# pipe_hazard_ctrl

==> pipe_hazard_ctrl/ff_map.png <==
Other sequential cells in the stronger grey, the rest of the logic in the fainter grey.
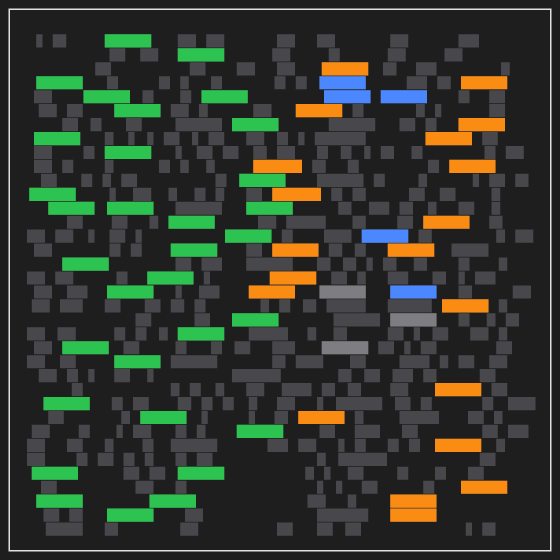
**src/rtl/pipe_hazard_ctrl.sv**
```systemverilog
// Hazard control for an in-order RV32I pipeline: load-use stall, operand
// forward selects for decode and execute, and a registered writeback port.
module pipe_hazard_ctrl #(
   parameter  int DEPTH    = 3,
   parameter  int LOAD_LAT = 1,
   localparam int FW       = $clog2(DEPTH)
) (
   input  logic          clk,
   input  logic          rst,
   input  logic          in_valid,
   input  logic [31:0]   in_inst,
   input  logic          redirect,
   output logic          stall,
   output logic [FW-1:0] fwd1_s0,
   output logic [FW-1:0] fwd2_s0,
   output logic [FW-1:0] fwd1_s1,
   output logic [FW-1:0] fwd2_s1,
   output logic          wb_en,
   output logic [4:0]    wb_rd,
   output logic [31:0]   stall_cnt
);

   typedef enum logic [4:0] {
      OP_LOAD   = 5'd0,
      OP_IMM    = 5'd4,
      OP_AUIPC  = 5'd5,
      OP_STORE  = 5'd8,
      OP_REG    = 5'd12,
      OP_LUI    = 5'd13,
      OP_BRANCH = 5'd24,
      OP_JALR   = 5'd25,
      OP_JAL    = 5'd27,
      OP_CSRW   = 5'd28
   } opcode_e;

   typedef struct packed {
      logic       valid;
      logic [4:0] rd;
      logic       wen;
      logic       is_load;
      logic [4:0] rs1;
      logic [4:0] rs2;
      logic       use1;
      logic       use2;
   } stage_t;

   function automatic stage_t decode(input logic [31:0] inst);
      stage_t s;
      s       = '0;
      s.valid = 1'b1;
      s.rd    = inst[11:7];
      s.rs1   = inst[19:15];
      s.rs2   = inst[24:20];
      case (inst[6:2])
         OP_LOAD:                 begin s.wen = 1'b1; s.is_load = 1'b1; s.use1 = 1'b1; end
         OP_IMM, OP_JALR:         begin s.wen = 1'b1; s.use1 = 1'b1; end
         OP_AUIPC, OP_LUI, OP_JAL: s.wen = 1'b1;
         OP_REG:                  begin s.wen = 1'b1; s.use1 = 1'b1; s.use2 = 1'b1; end
         OP_STORE, OP_BRANCH:     begin s.use1 = 1'b1; s.use2 = 1'b1; end
         OP_CSRW:                 s.use1 = 1'b1;
         default:                 ;
      endcase
      return s;
   endfunction

   // A load still inside its latency window has no result to hand over yet.
   function automatic logic is_src(input stage_t s, input int k, input logic [4:0] r);
      return s.valid && s.wen && (s.rd != 5'd0) && (s.rd == r) && !(s.is_load && (k <= LOAD_LAT));
   endfunction

   stage_t      dec;
   stage_t      stg_q [1:DEPTH-1];
   stage_t      stg_d [1:DEPTH-1];
   logic        wb_en_q;
   logic [4:0]  wb_rd_q;
   logic [31:0] stall_cnt_q;
   logic        unused_inst_bits;

   assign unused_inst_bits = ^{in_inst[31:25], in_inst[14:12], in_inst[1:0]};

   always_comb begin : hazard
      // NOTE: every signal written here gets a default first, so no path can infer a latch.
      stall   = 1'b0;
      fwd1_s0 = '0;
      fwd2_s0 = '0;
      fwd1_s1 = '0;
      fwd2_s1 = '0;
      dec     = decode(in_inst);

      for (int k = 1; k <= LOAD_LAT; k++) begin
         if (in_valid && !redirect && stg_q[k].valid && stg_q[k].wen && stg_q[k].is_load &&
             (stg_q[k].rd != 5'd0) &&
             ((dec.use1 && (dec.rs1 == stg_q[k].rd)) || (dec.use2 && (dec.rs2 == stg_q[k].rd))))
            stall = 1'b1;
      end

      // Walk oldest to youngest so the youngest matching stage is written last.
      for (int k = DEPTH - 1; k >= 1; k--) begin
         if (in_valid && dec.use1 && (dec.rs1 != 5'd0) && is_src(stg_q[k], k, dec.rs1))
            fwd1_s0 = FW'(k);
         if (in_valid && dec.use2 && (dec.rs2 != 5'd0) && is_src(stg_q[k], k, dec.rs2))
            fwd2_s0 = FW'(k);
         if (k >= 2) begin
            if (stg_q[1].valid && stg_q[1].use1 && (stg_q[1].rs1 != 5'd0) && is_src(stg_q[k], k, stg_q[1].rs1))
               fwd1_s1 = FW'(k);
            if (stg_q[1].valid && stg_q[1].use2 && (stg_q[1].rs2 != 5'd0) && is_src(stg_q[k], k, stg_q[1].rs2))
               fwd2_s1 = FW'(k);
         end
      end
   end

   always_comb begin : shift
      stg_d[1] = (in_valid && !redirect && !stall) ? dec : '0;
      for (int k = 2; k < DEPTH; k++)
         stg_d[k] = stg_q[k-1];
   end

   always_ff @(posedge clk or negedge rst) begin
      if (!rst) begin
         // NOTE: the stage records are a few flops, not a RAM, so they take the async reset too.
         for (int k = 1; k < DEPTH; k++)
            stg_q[k] <= '0;
         wb_en_q     <= 1'b0;
         wb_rd_q     <= 5'd0;
         stall_cnt_q <= '0;
      end else begin
         // NOTE: non-blocking, so each stage samples its neighbour's pre-edge value.
         for (int k = 1; k < DEPTH; k++)
            stg_q[k] <= stg_d[k];
         wb_en_q <= stg_d[DEPTH-1].valid && stg_d[DEPTH-1].wen && (stg_d[DEPTH-1].rd != 5'd0);
         wb_rd_q <= stg_d[DEPTH-1].rd;
         if (stall && (stall_cnt_q != 32'hFFFF_FFFF))
            stall_cnt_q <= stall_cnt_q + 32'd1;
      end
   end

   assign wb_en     = wb_en_q;
   assign wb_rd     = wb_rd_q;
   assign stall_cnt = stall_cnt_q;

endmodule
```
**config.mk**
```make
export PLATFORM = sky130hd
export DESIGN_NAME = pipe_hazard_ctrl
export DESIGN_NICKNAME = d
export VERILOG_FILES = /design/src/rtl/pipe_hazard_ctrl.sv
export SDC_FILE = /design/constraint.sdc
export NUM_CORES = 1
export LEC_CHECK = 0
export CAP_MARGIN = 15
export CELL_PAD_IN_SITES_DETAIL_PLACEMENT = 2
export CELL_PAD_IN_SITES_GLOBAL_PLACEMENT = 2
export CORE_MARGIN = 2
export CORE_UTILIZATION = 30
export CTS_BUF_LIST = sky130_fd_sc_hd__clkbuf_16
export DETAILED_ROUTE_END_ITERATION = 7
export GPL_ROUTABILITY_DRIVEN = 1
export GPL_TIMING_DRIVEN = 0
export PLACE_DENSITY_LB_ADDON = 0.1
export SLEW_MARGIN = 20
export SYNTH_ARGS = -nofsm -noshare
export SYNTH_HDL_FRONTEND = slang
export SYNTH_SLANG_ARGS = --single-unit
```
**constraint.sdc**
```tcl
create_clock -name clk -period 3.1 [get_ports clk]
set_clock_uncertainty 0.1 [all_clocks]
set_input_delay 0.62 -clock clk [delete_from_list [all_inputs] [get_ports clk]]
set_output_delay 0.62 -clock clk [all_outputs]
set_load 0.1 [all_outputs]
```
==> impl_metrics.json <==
{
  "status": "finished, final reports clean",
  "logic_gates": 198,
  "power_clock_uw": 878,
  "lay_top_count": "dfrtp_1",
  "wl_per_cell_um": 19.0,
  "clock_power_share_pct": 46.8,
  "worst_slack_ns": 0.0495,
  "comb_share_pct": 35.3,
  "dp_cells": 483,
  "top_area_share_pct": 48.8,
  "cts-buffers-inserted": 9,
  "layout-drive-gt1-share_pct": 20.8,
  "use_met3_pct": 3.03,
  "holdWs_ns": 0.0846,
  "yosys.area.top_type": "dfrtp_1",
  "num_vias": 2527,
  "routed_wl_um": 9770,
  "dr.pass1.iters": 4,
  "reg2reg_depth": 10,
  "crit_family": "simple AND/OR/NAND/NOR gates",
  "peakVddDrop_uv": 187,
  "power_density_nw_per_um2": 424,
  "leakage_nw": 1.95,
  "met2_usage_pct": 32.5,
  "worstPathArrival_ns": 2.33,
  "hold_buffers": 0,
  "cts_tree": "built",
  "yosysMostFrequentCell": "dfrtp_1",
  "ys_cells": 280,
  "finalMaxSlewViolations": 0,
  "seqPwrFrac_pct": 43.2,
  "hold_class": "in -> async",
  "top_layer_used": "met4",
  "tool_warnings": 39,
  "synth_area_um2": 3080,
  "critPathLaunchType": "input pin",
  "buffer_area_share_pct": 20.8,
  "switching_share_pct": 25.4,
  "tap_cells": 133,
  "setup_violations": 0,
  "met1_length_um": 4160,
  "worst-path-buf-inv": 2
}
## Picture notes: pipe_hazard_ctrl/ff_map.png
legend:
  `stg_d`:
    colour: orange
    sequential_cells: 20
  `wb_rd`:
    colour: blue
    sequential_cells: 5
  `stall_cnt`:
    colour: green
    sequential_cells: 32
Seq power: 812 uW
Final Util: 44.9%
register area: 1500 um^2
register share of the cell area: 33.9%

how the worst max path moves through the flow:
| stage | start | slack [ns] | end |
|---|---|---|---|
| floorplan | wb_rd[3]$_DFF_PN0_ | -0.71 | fwd1_s1[1] |
| detailed placement | in_inst[5] | -1.41 | stall |
| finish | in_inst[16] | 0.05 | fwd1_s0[1] |
| global placement | in_inst[5] | -1.32 | stall |
| CTS | stg_d[15]$_DFF_PN0_ | 0.005 | fwd1_s0[1] |
| global route | in_inst[5] | -0.05 | fwd2_s0[1] |
cells by family (layout without fill, tap and decap cells):
| logic type | after synthesis | in the layout | synth area share [%] |
|---|---|---|---|
| compound gates | 15 | 15 | 5.53 |
| xor+xnor | 54 | 54 | 15.4 |
| fa+ha+maj | 1 | 1 | 0.406 |
| buf+inv | 23 | 122 | 4.23 |
| flops | 60 | 60 | 48.8 |
| mux | 1 | 1 | 0.366 |
| other cells | 1 | 2 | 0.122 |
| simple gates | 125 | 125 | 25.2 |
flip-flops by register name, indices dropped and copies added, names as in the netlist:
| name | cells |
|---|---|
| stall_cnt | 32 |
| stg_q | 2 |
| stg_d | 20 |
| wb_rd | 5 |
| wb_en | 1 |

# uart_rx_param

## src/rtl/uart_rx_param.sv

```systemverilog
// Parametrised UART receiver: 2-flop synchroniser, glitch-rejecting start detect,
// framing/overrun checks and a valid/ready holding register. Optional parity via UART_RX_PARITY_EN.
module uart_rx_param #(
  parameter int unsigned CLKS_PER_BIT = 5208,
  parameter int unsigned DATA_BITS    = 8,
  parameter int unsigned PARITY_ODD   = 0
) (
  input  logic                 clk,
  input  logic                 n_rst,
  input  logic                 rxd,
  output logic [DATA_BITS-1:0] rx_data,
  output logic                 rx_valid,
  input  logic                 rx_ready,
  output logic                 frame_err,
  output logic                 parity_err,
  output logic                 overrun,
  output logic                 busy
);

  localparam logic [15:0] TMR_HALF_LAST = 16'(CLKS_PER_BIT / 2 - 1);
  localparam logic [15:0] TMR_BIT_LAST  = 16'(CLKS_PER_BIT - 1);
  localparam logic [3:0]  BIT_LAST      = 4'(DATA_BITS - 1);

  if (CLKS_PER_BIT < 4 || CLKS_PER_BIT > 65535 || DATA_BITS < 5 || DATA_BITS > 9 ||
      PARITY_ODD > 1) begin : g_bad_params
    $error("uart_rx_param: illegal parameter value");
  end

  typedef enum logic [2:0] {
    S_IDLE,
    S_START,
    S_DATA,
`ifdef UART_RX_PARITY_EN
    S_PARITY,
`endif
    S_STOP,
    S_BREAK
  } state_t;

  state_t                 state_q, state_d;
  logic                   rxd_meta_q, rxd_s_q;
  logic [15:0]            tmr_q, tmr_d;
  logic [3:0]             bit_idx_q, bit_idx_d;
  logic [DATA_BITS-1:0]   shift_q, shift_d;
  logic [DATA_BITS-1:0]   rx_data_q, rx_data_d;
  logic                   rx_valid_q, rx_valid_d;
  logic                   frame_err_q, frame_err_d;
  logic                   overrun_q, overrun_d;
  logic                   perr_hit;

`ifdef UART_RX_PARITY_EN
  logic perr_q, perr_d;
  logic parity_err_q, parity_err_d;
  assign perr_hit   = perr_q;
  assign parity_err = parity_err_q;
`else
  assign perr_hit   = 1'b0;
  assign parity_err = 1'b0;
`endif

  // NOTE: every variable written here gets a default first, so no path can infer a latch.
  always_comb begin
    state_d     = state_q;
    tmr_d       = tmr_q + 16'd1;
    bit_idx_d   = bit_idx_q;
    shift_d     = shift_q;
    rx_data_d   = rx_data_q;
    rx_valid_d  = rx_valid_q && !rx_ready;
    frame_err_d = 1'b0;
    overrun_d   = 1'b0;
`ifdef UART_RX_PARITY_EN
    perr_d       = perr_q;
    parity_err_d = 1'b0;
`endif

    case (state_q)
      S_IDLE: begin
        tmr_d = '0;
`ifdef UART_RX_PARITY_EN
        perr_d = 1'b0;
`endif
        if (!rxd_s_q) state_d = S_START;
      end
      S_START: begin
        if (tmr_q == TMR_HALF_LAST) begin
          tmr_d     = '0;
          bit_idx_d = '0;
          state_d   = rxd_s_q ? S_IDLE : S_DATA;
        end
      end
      S_DATA: begin
        if (tmr_q == TMR_BIT_LAST) begin
          tmr_d     = '0;
          shift_d   = {rxd_s_q, shift_q[DATA_BITS-1:1]};
          bit_idx_d = bit_idx_q + 4'd1;
          if (bit_idx_q == BIT_LAST) begin
`ifdef UART_RX_PARITY_EN
            state_d = S_PARITY;
`else
            state_d = S_STOP;
`endif
          end
        end
      end
`ifdef UART_RX_PARITY_EN
      S_PARITY: begin
        if (tmr_q == TMR_BIT_LAST) begin
          tmr_d   = '0;
          perr_d  = (^{shift_q, rxd_s_q}) ^ 1'(PARITY_ODD);
          state_d = S_STOP;
        end
      end
`endif
      S_STOP: begin
        if (tmr_q == TMR_BIT_LAST) begin
          tmr_d = '0;
          if (!rxd_s_q) begin
            frame_err_d = 1'b1;
            state_d     = S_BREAK;
          end else begin
            state_d = S_IDLE;
            if (perr_hit) begin
`ifdef UART_RX_PARITY_EN
              parity_err_d = 1'b1;
`endif
            end else if (!rx_valid_q || rx_ready) begin
              rx_data_d  = shift_q;
              rx_valid_d = 1'b1;
            end else begin
              overrun_d = 1'b1;
            end
          end
        end
      end
      S_BREAK: begin
        // A line held low must go high before another start bit can be seen.
        tmr_d = '0;
        if (rxd_s_q) state_d = S_IDLE;
      end
      default: begin
        tmr_d   = '0;
        state_d = S_IDLE;
      end
    endcase
  end

  // NOTE: sequential state uses non-blocking assignments so every flop samples pre-edge values.
  always_ff @(posedge clk or negedge n_rst) begin
    if (!n_rst) begin
      rxd_meta_q  <= 1'b1;
      rxd_s_q     <= 1'b1;
      state_q     <= S_IDLE;
      tmr_q       <= '0;
      bit_idx_q   <= '0;
      shift_q     <= '0;
      rx_data_q   <= '0;
      rx_valid_q  <= 1'b0;
      frame_err_q <= 1'b0;
      overrun_q   <= 1'b0;
    end else begin
      rxd_meta_q  <= rxd;
      rxd_s_q     <= rxd_meta_q;
      state_q     <= state_d;
      tmr_q       <= tmr_d;
      bit_idx_q   <= bit_idx_d;
      shift_q     <= shift_d;
      rx_data_q   <= rx_data_d;
      rx_valid_q  <= rx_valid_d;
      frame_err_q <= frame_err_d;
      overrun_q   <= overrun_d;
    end
  end

`ifdef UART_RX_PARITY_EN
  always_ff @(posedge clk or negedge n_rst) begin
    if (!n_rst) begin
      perr_q       <= 1'b0;
      parity_err_q <= 1'b0;
    end else begin
      perr_q       <= perr_d;
      parity_err_q <= parity_err_d;
    end
  end
`endif

  assign rx_data   = rx_data_q;
  assign rx_valid  = rx_valid_q;
  assign frame_err = frame_err_q;
  assign overrun   = overrun_q;
  assign busy      = (state_q != S_IDLE);

endmodule

```

## config.mk

```make
export PLATFORM = sky130hd
export DESIGN_NAME = uart_rx_param
export DESIGN_NICKNAME = d
export VERILOG_FILES = /design/src/rtl/uart_rx_param.sv
export SDC_FILE = /design/constraint.sdc
export NUM_CORES = 1
export LEC_CHECK = 0
export CORE_ASPECT_RATIO = 2
export CORE_MARGIN = 8
export CORE_UTILIZATION = 36
export CTS_BUF_LIST = sky130_fd_sc_hd__clkbuf_8
export CTS_CLUSTER_SIZE = 10
export DETAILED_ROUTE_END_ITERATION = 10
export HOLD_SLACK_MARGIN = 0.03
export SETUP_SLACK_MARGIN = 0.02
export SLEW_MARGIN = 20
export SYNTH_ARGS = -nofsm -noshare
export SYNTH_HDL_FRONTEND = slang
export SYNTH_SLANG_ARGS = --single-unit
```

## constraint.sdc

```tcl
create_clock -name clk -period 2.7 [get_ports clk]
set_clock_uncertainty 0.2 [all_clocks]
set_input_delay 0.81 -clock clk [delete_from_list [all_inputs] [get_ports clk]]
set_output_delay 0.81 -clock clk [all_outputs]
set_load 0.005 [all_outputs]
```

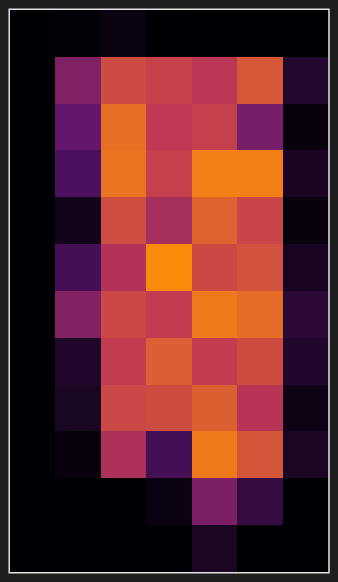
(uart_rx_param/util_map.png)
The die is cut into 7 by 12 equal tiles; black is low, pale yellow is high, 0 to 100% covered.
densest ninth of the die: middle
nearly empty tiles: 31%
fullest tile: 75%
emptiest ninth of the die: bottom left
mean over tiles: 27%
core area: 5370 um^2
Final Util: 43.3%
Starting Density: 36.7%

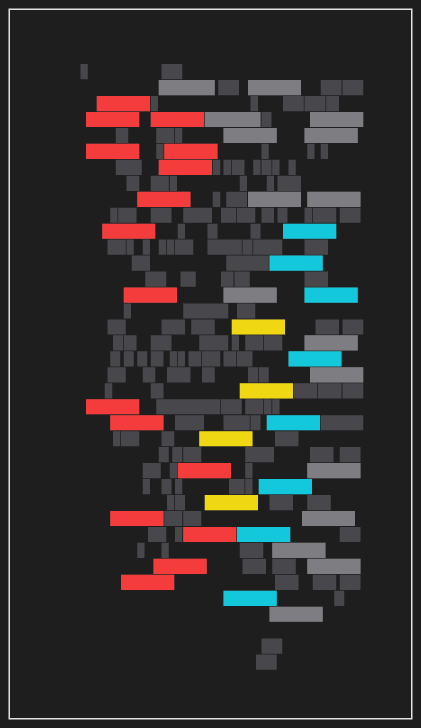
(uart_rx_param/ff_map.png)
Other sequential cells in the stronger grey, the rest of the logic in the fainter grey.
legend:
  `bit_idx_q`:
    colour: yellow
    sequential_cells: 4
    where: middle
  `shift_q`:
    colour: cyan
    sequential_cells: 8
  `tmr_q`:
    colour: red
    sequential_cells: 16
register share of the cell area: 47.4%
register area: 1100 um^2

==> impl_metrics.json <==
{
  "drc": 0,
  "crit_family": "buffers and inverters",
  "ys_ff": 44,
  "period_used_pct": 91.0,
  "ys_warn_count": 0,
  "die-area_um2": 8250,
  "grt_max_degree": 27,
  "p_sw_uw": 238,
  "edf_count": 0,
  "holdWs_ns": 0.163,
  "syn_inst": 168,
  "logic_area_um2": 831,
  "grt_usage_pct": 10.4,
  "n_all_buffers": 19,
  "critPathMaxStageDelay_ns": 0.50,
  "worstHoldEndpoint": "rxd_s_q$_DFF_PN1_",
  "cts.sinks": 44,
  "status": "finished, final reports clean",
  "post-dp-hpwl_um": 2900,
  "synthFlopType": "dfrtp_1",
  "num_vias": 1313,
  "buffer_area_share_pct": 8.60,
  "ctsResizeCount": 0,
  "setup_violations": 0,
  "rows": 38,
  "power_density_nw_per_um2": 505,
  "power_clock_uw": 492,
  "post-cts-setup-buffers": 0,
  "clock_latency_ns": 0.29,
  "met1_length_um": 1400,
  "reg2reg_setup_slack_ns": 0.24
}
-- stage by stage --
step	area [um^2]	worst slack, ns	power, mW	utilization (%)
floorplan	1970	0.357	0.679	-
global placement	2220	0.249	0.698	41.3
detailed placement	2220	0.234	0.698	41.3
CTS	2330	0.217	1.19	43.3
global route	2330	0.107	1.22	43.3
finish	2330	0.242	1.18	43.3
-- registers in the layout, summed over array words and instances, names as in the netlist --
register / count
rx_valid: 1
rx_data: 8
tmr_q: 16
shift_q: 8
rxd_meta_q: 1
rxd_s_q: 1
bit_idx_q: 4
state_q: 3
frame_err: 1
overrun: 1
-- synthesized netlist by cell type, types with 2 or more instances --
cell	count	area share, %
dfrtp_1	42	53
o31a_1	2	0.89
mux2_2	15	8.6
dfstp_2	2	2.7
xnor2_1	6	2.7
nor3_1	2	0.51
nor4_1	2	0.63
nand2_1	12	2.3
nor2_1	24	4.6
and2_1	2	0.63
and3_1	3	0.95
inv_1	3	0.57
nand3_1	9	2.3
xor2_1	9	4.0
nand4_1	3	0.95
ha_1	2	1.3
or4_4	2	1.1
buf_4	2	0.76
and4_2	2	1.0
o21ai_0	4	1.0

# sync_ptr_multi

File: src/rtl/sync_ptr_multi.sv
// Multi-channel gray pointer synchroniser into the wclk domain with binary decode,
// forward-distance, update pulse and sticky illegal-transition detection per channel.
module sync_ptr_multi #(
    parameter int unsigned ASIZE  = 4,
    parameter int unsigned STAGES = 2,
    parameter int unsigned CH     = 1
) (
    input  logic                    wclk,
    input  logic                    wrst,
    input  logic [CH*(ASIZE+1)-1:0] rptr,
    input  logic                    err_clr,
    output logic [CH*(ASIZE+1)-1:0] rptr_sync,
    output logic [CH*(ASIZE+1)-1:0] rptr_bin,
    output logic [CH*(ASIZE+1)-1:0] rptr_delta,
    output logic [CH-1:0]           rptr_upd,
    output logic [CH-1:0]           gray_err,
    output logic                    sync_valid
);

    localparam int unsigned W         = ASIZE + 1;
    localparam logic [3:0]  VALID_CNT = 4'(STAGES + 1);

    logic [CH*W-1:0] sync_q [STAGES];
    logic [CH*W-1:0] prev_q;
    logic [CH*W-1:0] bin_q,   bin_d;
    logic [CH*W-1:0] delta_q, delta_d;
    logic [CH-1:0]   upd_q,   upd_d;
    logic [CH-1:0]   err_q,   err_d;
    logic [3:0]      cnt_q;

    function automatic logic [W-1:0] gray2bin(input logic [W-1:0] g);
        logic [W-1:0] b;
        b = g;
        for (int unsigned i = 1; i < W; i++) begin
            b = b ^ (g >> i);
        end
        return b;
    endfunction

    function automatic logic [W-1:0] chan(input logic [CH*W-1:0] v, input int unsigned c);
        return v[c*W +: W];
    endfunction

    // More than one bit set: clearing the lowest set bit leaves something behind.
    function automatic logic multi_bit(input logic [W-1:0] x);
        return (x & (x - W'(1))) != '0;
    endfunction

    always_comb begin
        bin_d   = '0;
        delta_d = '0;
        upd_d   = '0;
        err_d   = err_clr ? '0 : err_q;
        for (int unsigned c = 0; c < CH; c++) begin
            bin_d[c*W +: W] = gray2bin(chan(sync_q[STAGES-1], c));
            if (chan(sync_q[STAGES-1], c) != chan(prev_q, c)) begin
                upd_d[c]          = 1'b1;
                delta_d[c*W +: W] = gray2bin(chan(sync_q[STAGES-1], c))
                                  - gray2bin(chan(prev_q, c));
            end
            if (sync_valid && multi_bit(chan(sync_q[STAGES-1], c) ^ chan(prev_q, c))) begin
                err_d[c] = 1'b1;
            end
        end
    end

    always_ff @(posedge wclk or posedge wrst) begin
        if (wrst) begin
            for (int unsigned s = 0; s < STAGES; s++) begin
                sync_q[s] <= '0;
            end
            prev_q  <= '0;
            bin_q   <= '0;
            delta_q <= '0;
            upd_q   <= '0;
            err_q   <= '0;
            cnt_q   <= '0;
        end else begin
            sync_q[0] <= rptr;
            for (int unsigned s = 1; s < STAGES; s++) begin
                sync_q[s] <= sync_q[s-1];
            end
            prev_q  <= sync_q[STAGES-1];
            bin_q   <= bin_d;
            delta_q <= delta_d;
            upd_q   <= upd_d;
            err_q   <= err_d;
            if (cnt_q != '1) begin
                cnt_q <= cnt_q + 4'd1;
            end
        end
    end

    assign rptr_sync  = sync_q[STAGES-1];
    assign rptr_bin   = bin_q;
    assign rptr_delta = delta_q;
    assign rptr_upd   = upd_q;
    assign gray_err   = err_q;
    assign sync_valid = (cnt_q >= VALID_CNT);

endmodule
File: config.mk
export PLATFORM = sky130hd
export DESIGN_NAME = sync_ptr_multi
export DESIGN_NICKNAME = d
export VERILOG_FILES = /design/src/rtl/sync_ptr_multi.sv
export SDC_FILE = /design/constraint.sdc
export NUM_CORES = 1
export LEC_CHECK = 0
export ABC_AREA = 1
export CAP_MARGIN = 20
export CORE_AREA = 3 3 54 56
export CTS_BUF_LIST = sky130_fd_sc_hd__clkbuf_16
export DETAILED_ROUTE_END_ITERATION = 16
export DIE_AREA = 0 0 57 59
export HOLD_SLACK_MARGIN = 0.06
export PLACE_DENSITY = 0.81
export SLEW_MARGIN = 20
export SYNTH_ARGS = -nofsm -noshare
export SYNTH_HDL_FRONTEND = slang
export SYNTH_SLANG_ARGS = --single-unit
File: constraint.sdc
create_clock -name wclk -period 6.4 [get_ports wclk]
set_clock_uncertainty 0.1 [all_clocks]
set_input_delay 1.6 -clock wclk [delete_from_list [all_inputs] [get_ports wclk]]
set_output_delay 1.6 -clock wclk [all_outputs]
set_load 0.03 [all_outputs]
==> impl_metrics.json <==
{
  "status": "finished, final reports clean",
  "crit_required_ns": 4.70,
  "cts_root_buf": "clkbuf_16",
  "slew_headroom_pct": 61.2,
  "syn_area_per_cell_um2": 9.74,
  "n_all_buffers": 25,
  "grt_pass1_vias": 936,
  "core_area_um2": 2480,
  "cts_buffer_depth": 2,
  "rows": 18,
  "worstPathCellList": "ha_1 > nor2_1 > nand2_1 > clkdlybuf4s50_1",
  "critPathMaxStageDelay_ns": 0.59,
  "dp_slack_ns": 3.28,
  "hold_buffers": 0,
  "post-dp-hpwl_um": 1540,
  "wl_per_cell_um": 11.4,
  "drv_cap": 0,
  "synth.comb.largest_family": "simple AND/OR/NAND/NOR gates",
  "dp_cells": 186,
  "worstSetupEndpointType": "primary output",
  "antenna_found_initial": 0,
  "cts.sinks": 30,
  "rsz0062_at_grt": "false",
  "grt_pass1_wl_um": 3770,
  "syn_inst": 137,
  "layout.nets": 177,
  "drt-initial-drc-count": 23,
  "worst_pin_slew_ns": 0.581,
  "nClkBuffers": 5
}
==> where the power goes <==
group / internal (mW) / switching (mW)
sequential: 0.210 / 0.00846
clock: 0.137 / 0.0707
combinational: 0.0545 / 0.0788
==> layer usage <==
| layer | up-vias | wire (um) | share of wire, % | global-route usage, % |
|---|---|---|---|---|
| met1 | 428 | 879 | 40 | 15.5 |
| met2 | 24 | 1120 | 51 | 27.7 |
| met3 | 7 | 137 | 6.3 | 6.75 |
| li1 | 458 | - | - | - |
| met4 | 0 | 51 | 2.3 | 7.95 |
| met5 | - | 0 | 0 | 0 |
==> path summary, 6_finish.rpt <==
check / startpoint / to / slack, ns
hold reg to reg: sync_q[8]$_DFF_PP0_ / rptr_sync[3]$_DFF_PP0_ / 0.24
hold / removal: sync_q[8]$_DFF_PP0_ / rptr_sync[3]$_DFF_PP0_ / 0.24
max in group asynchronous: wrst / cnt_q[3]$_DFFE_PP0P_ / 4.20
setup / recovery: cnt_q[0]$_DFFE_PP0P_ / sync_valid / 3.01
min in group asynchronous: wrst / prev_q[2]$_DFF_PP0_ / 1.61
setup reg to reg: rptr_sync[3]$_DFF_PP0_ / rptr_delta[4]$_DFF_PP0_ / 3.91
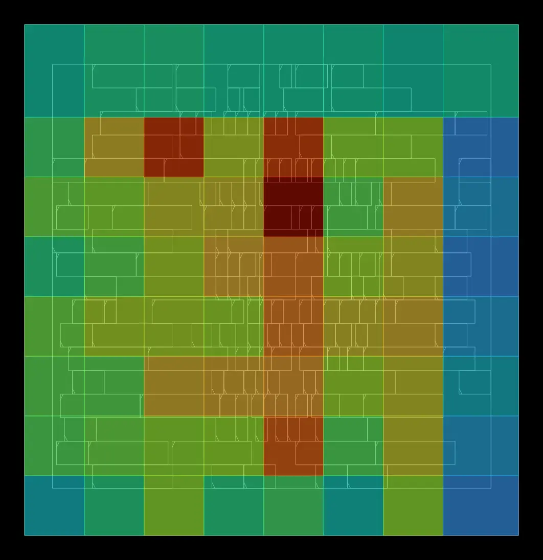
(sync_ptr_multi/congestion_map.png)
met1 Usage GRT: 15.5%
GRT Max-Usage Layer: met2
Overall Global Routing Usage: 15.6%
Final Util: 68.9%



==> layout pictures side by side <==
Cells by drive strength.
shot_01.png
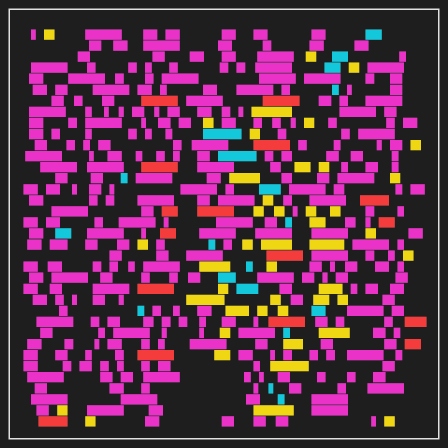
shot_02.png
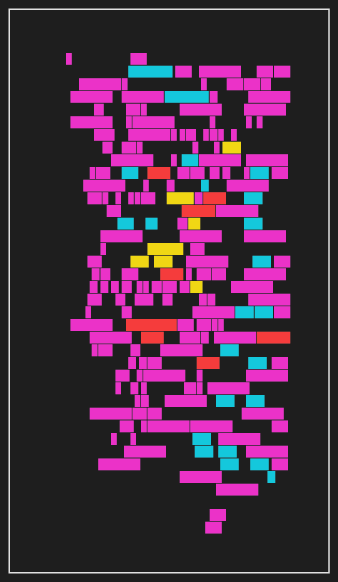
shot_03.png
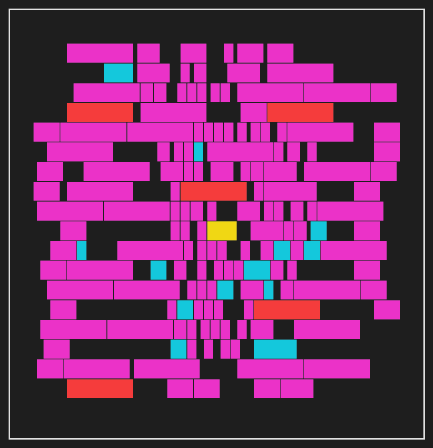
shot_03.png: sync_ptr_multi
shot_02.png: uart_rx_param
shot_01.png: pipe_hazard_ctrl
Of these, most cells: shot_01.png
Of these, fewest cells: shot_03.png

Power and IR drop assume default switching activity.
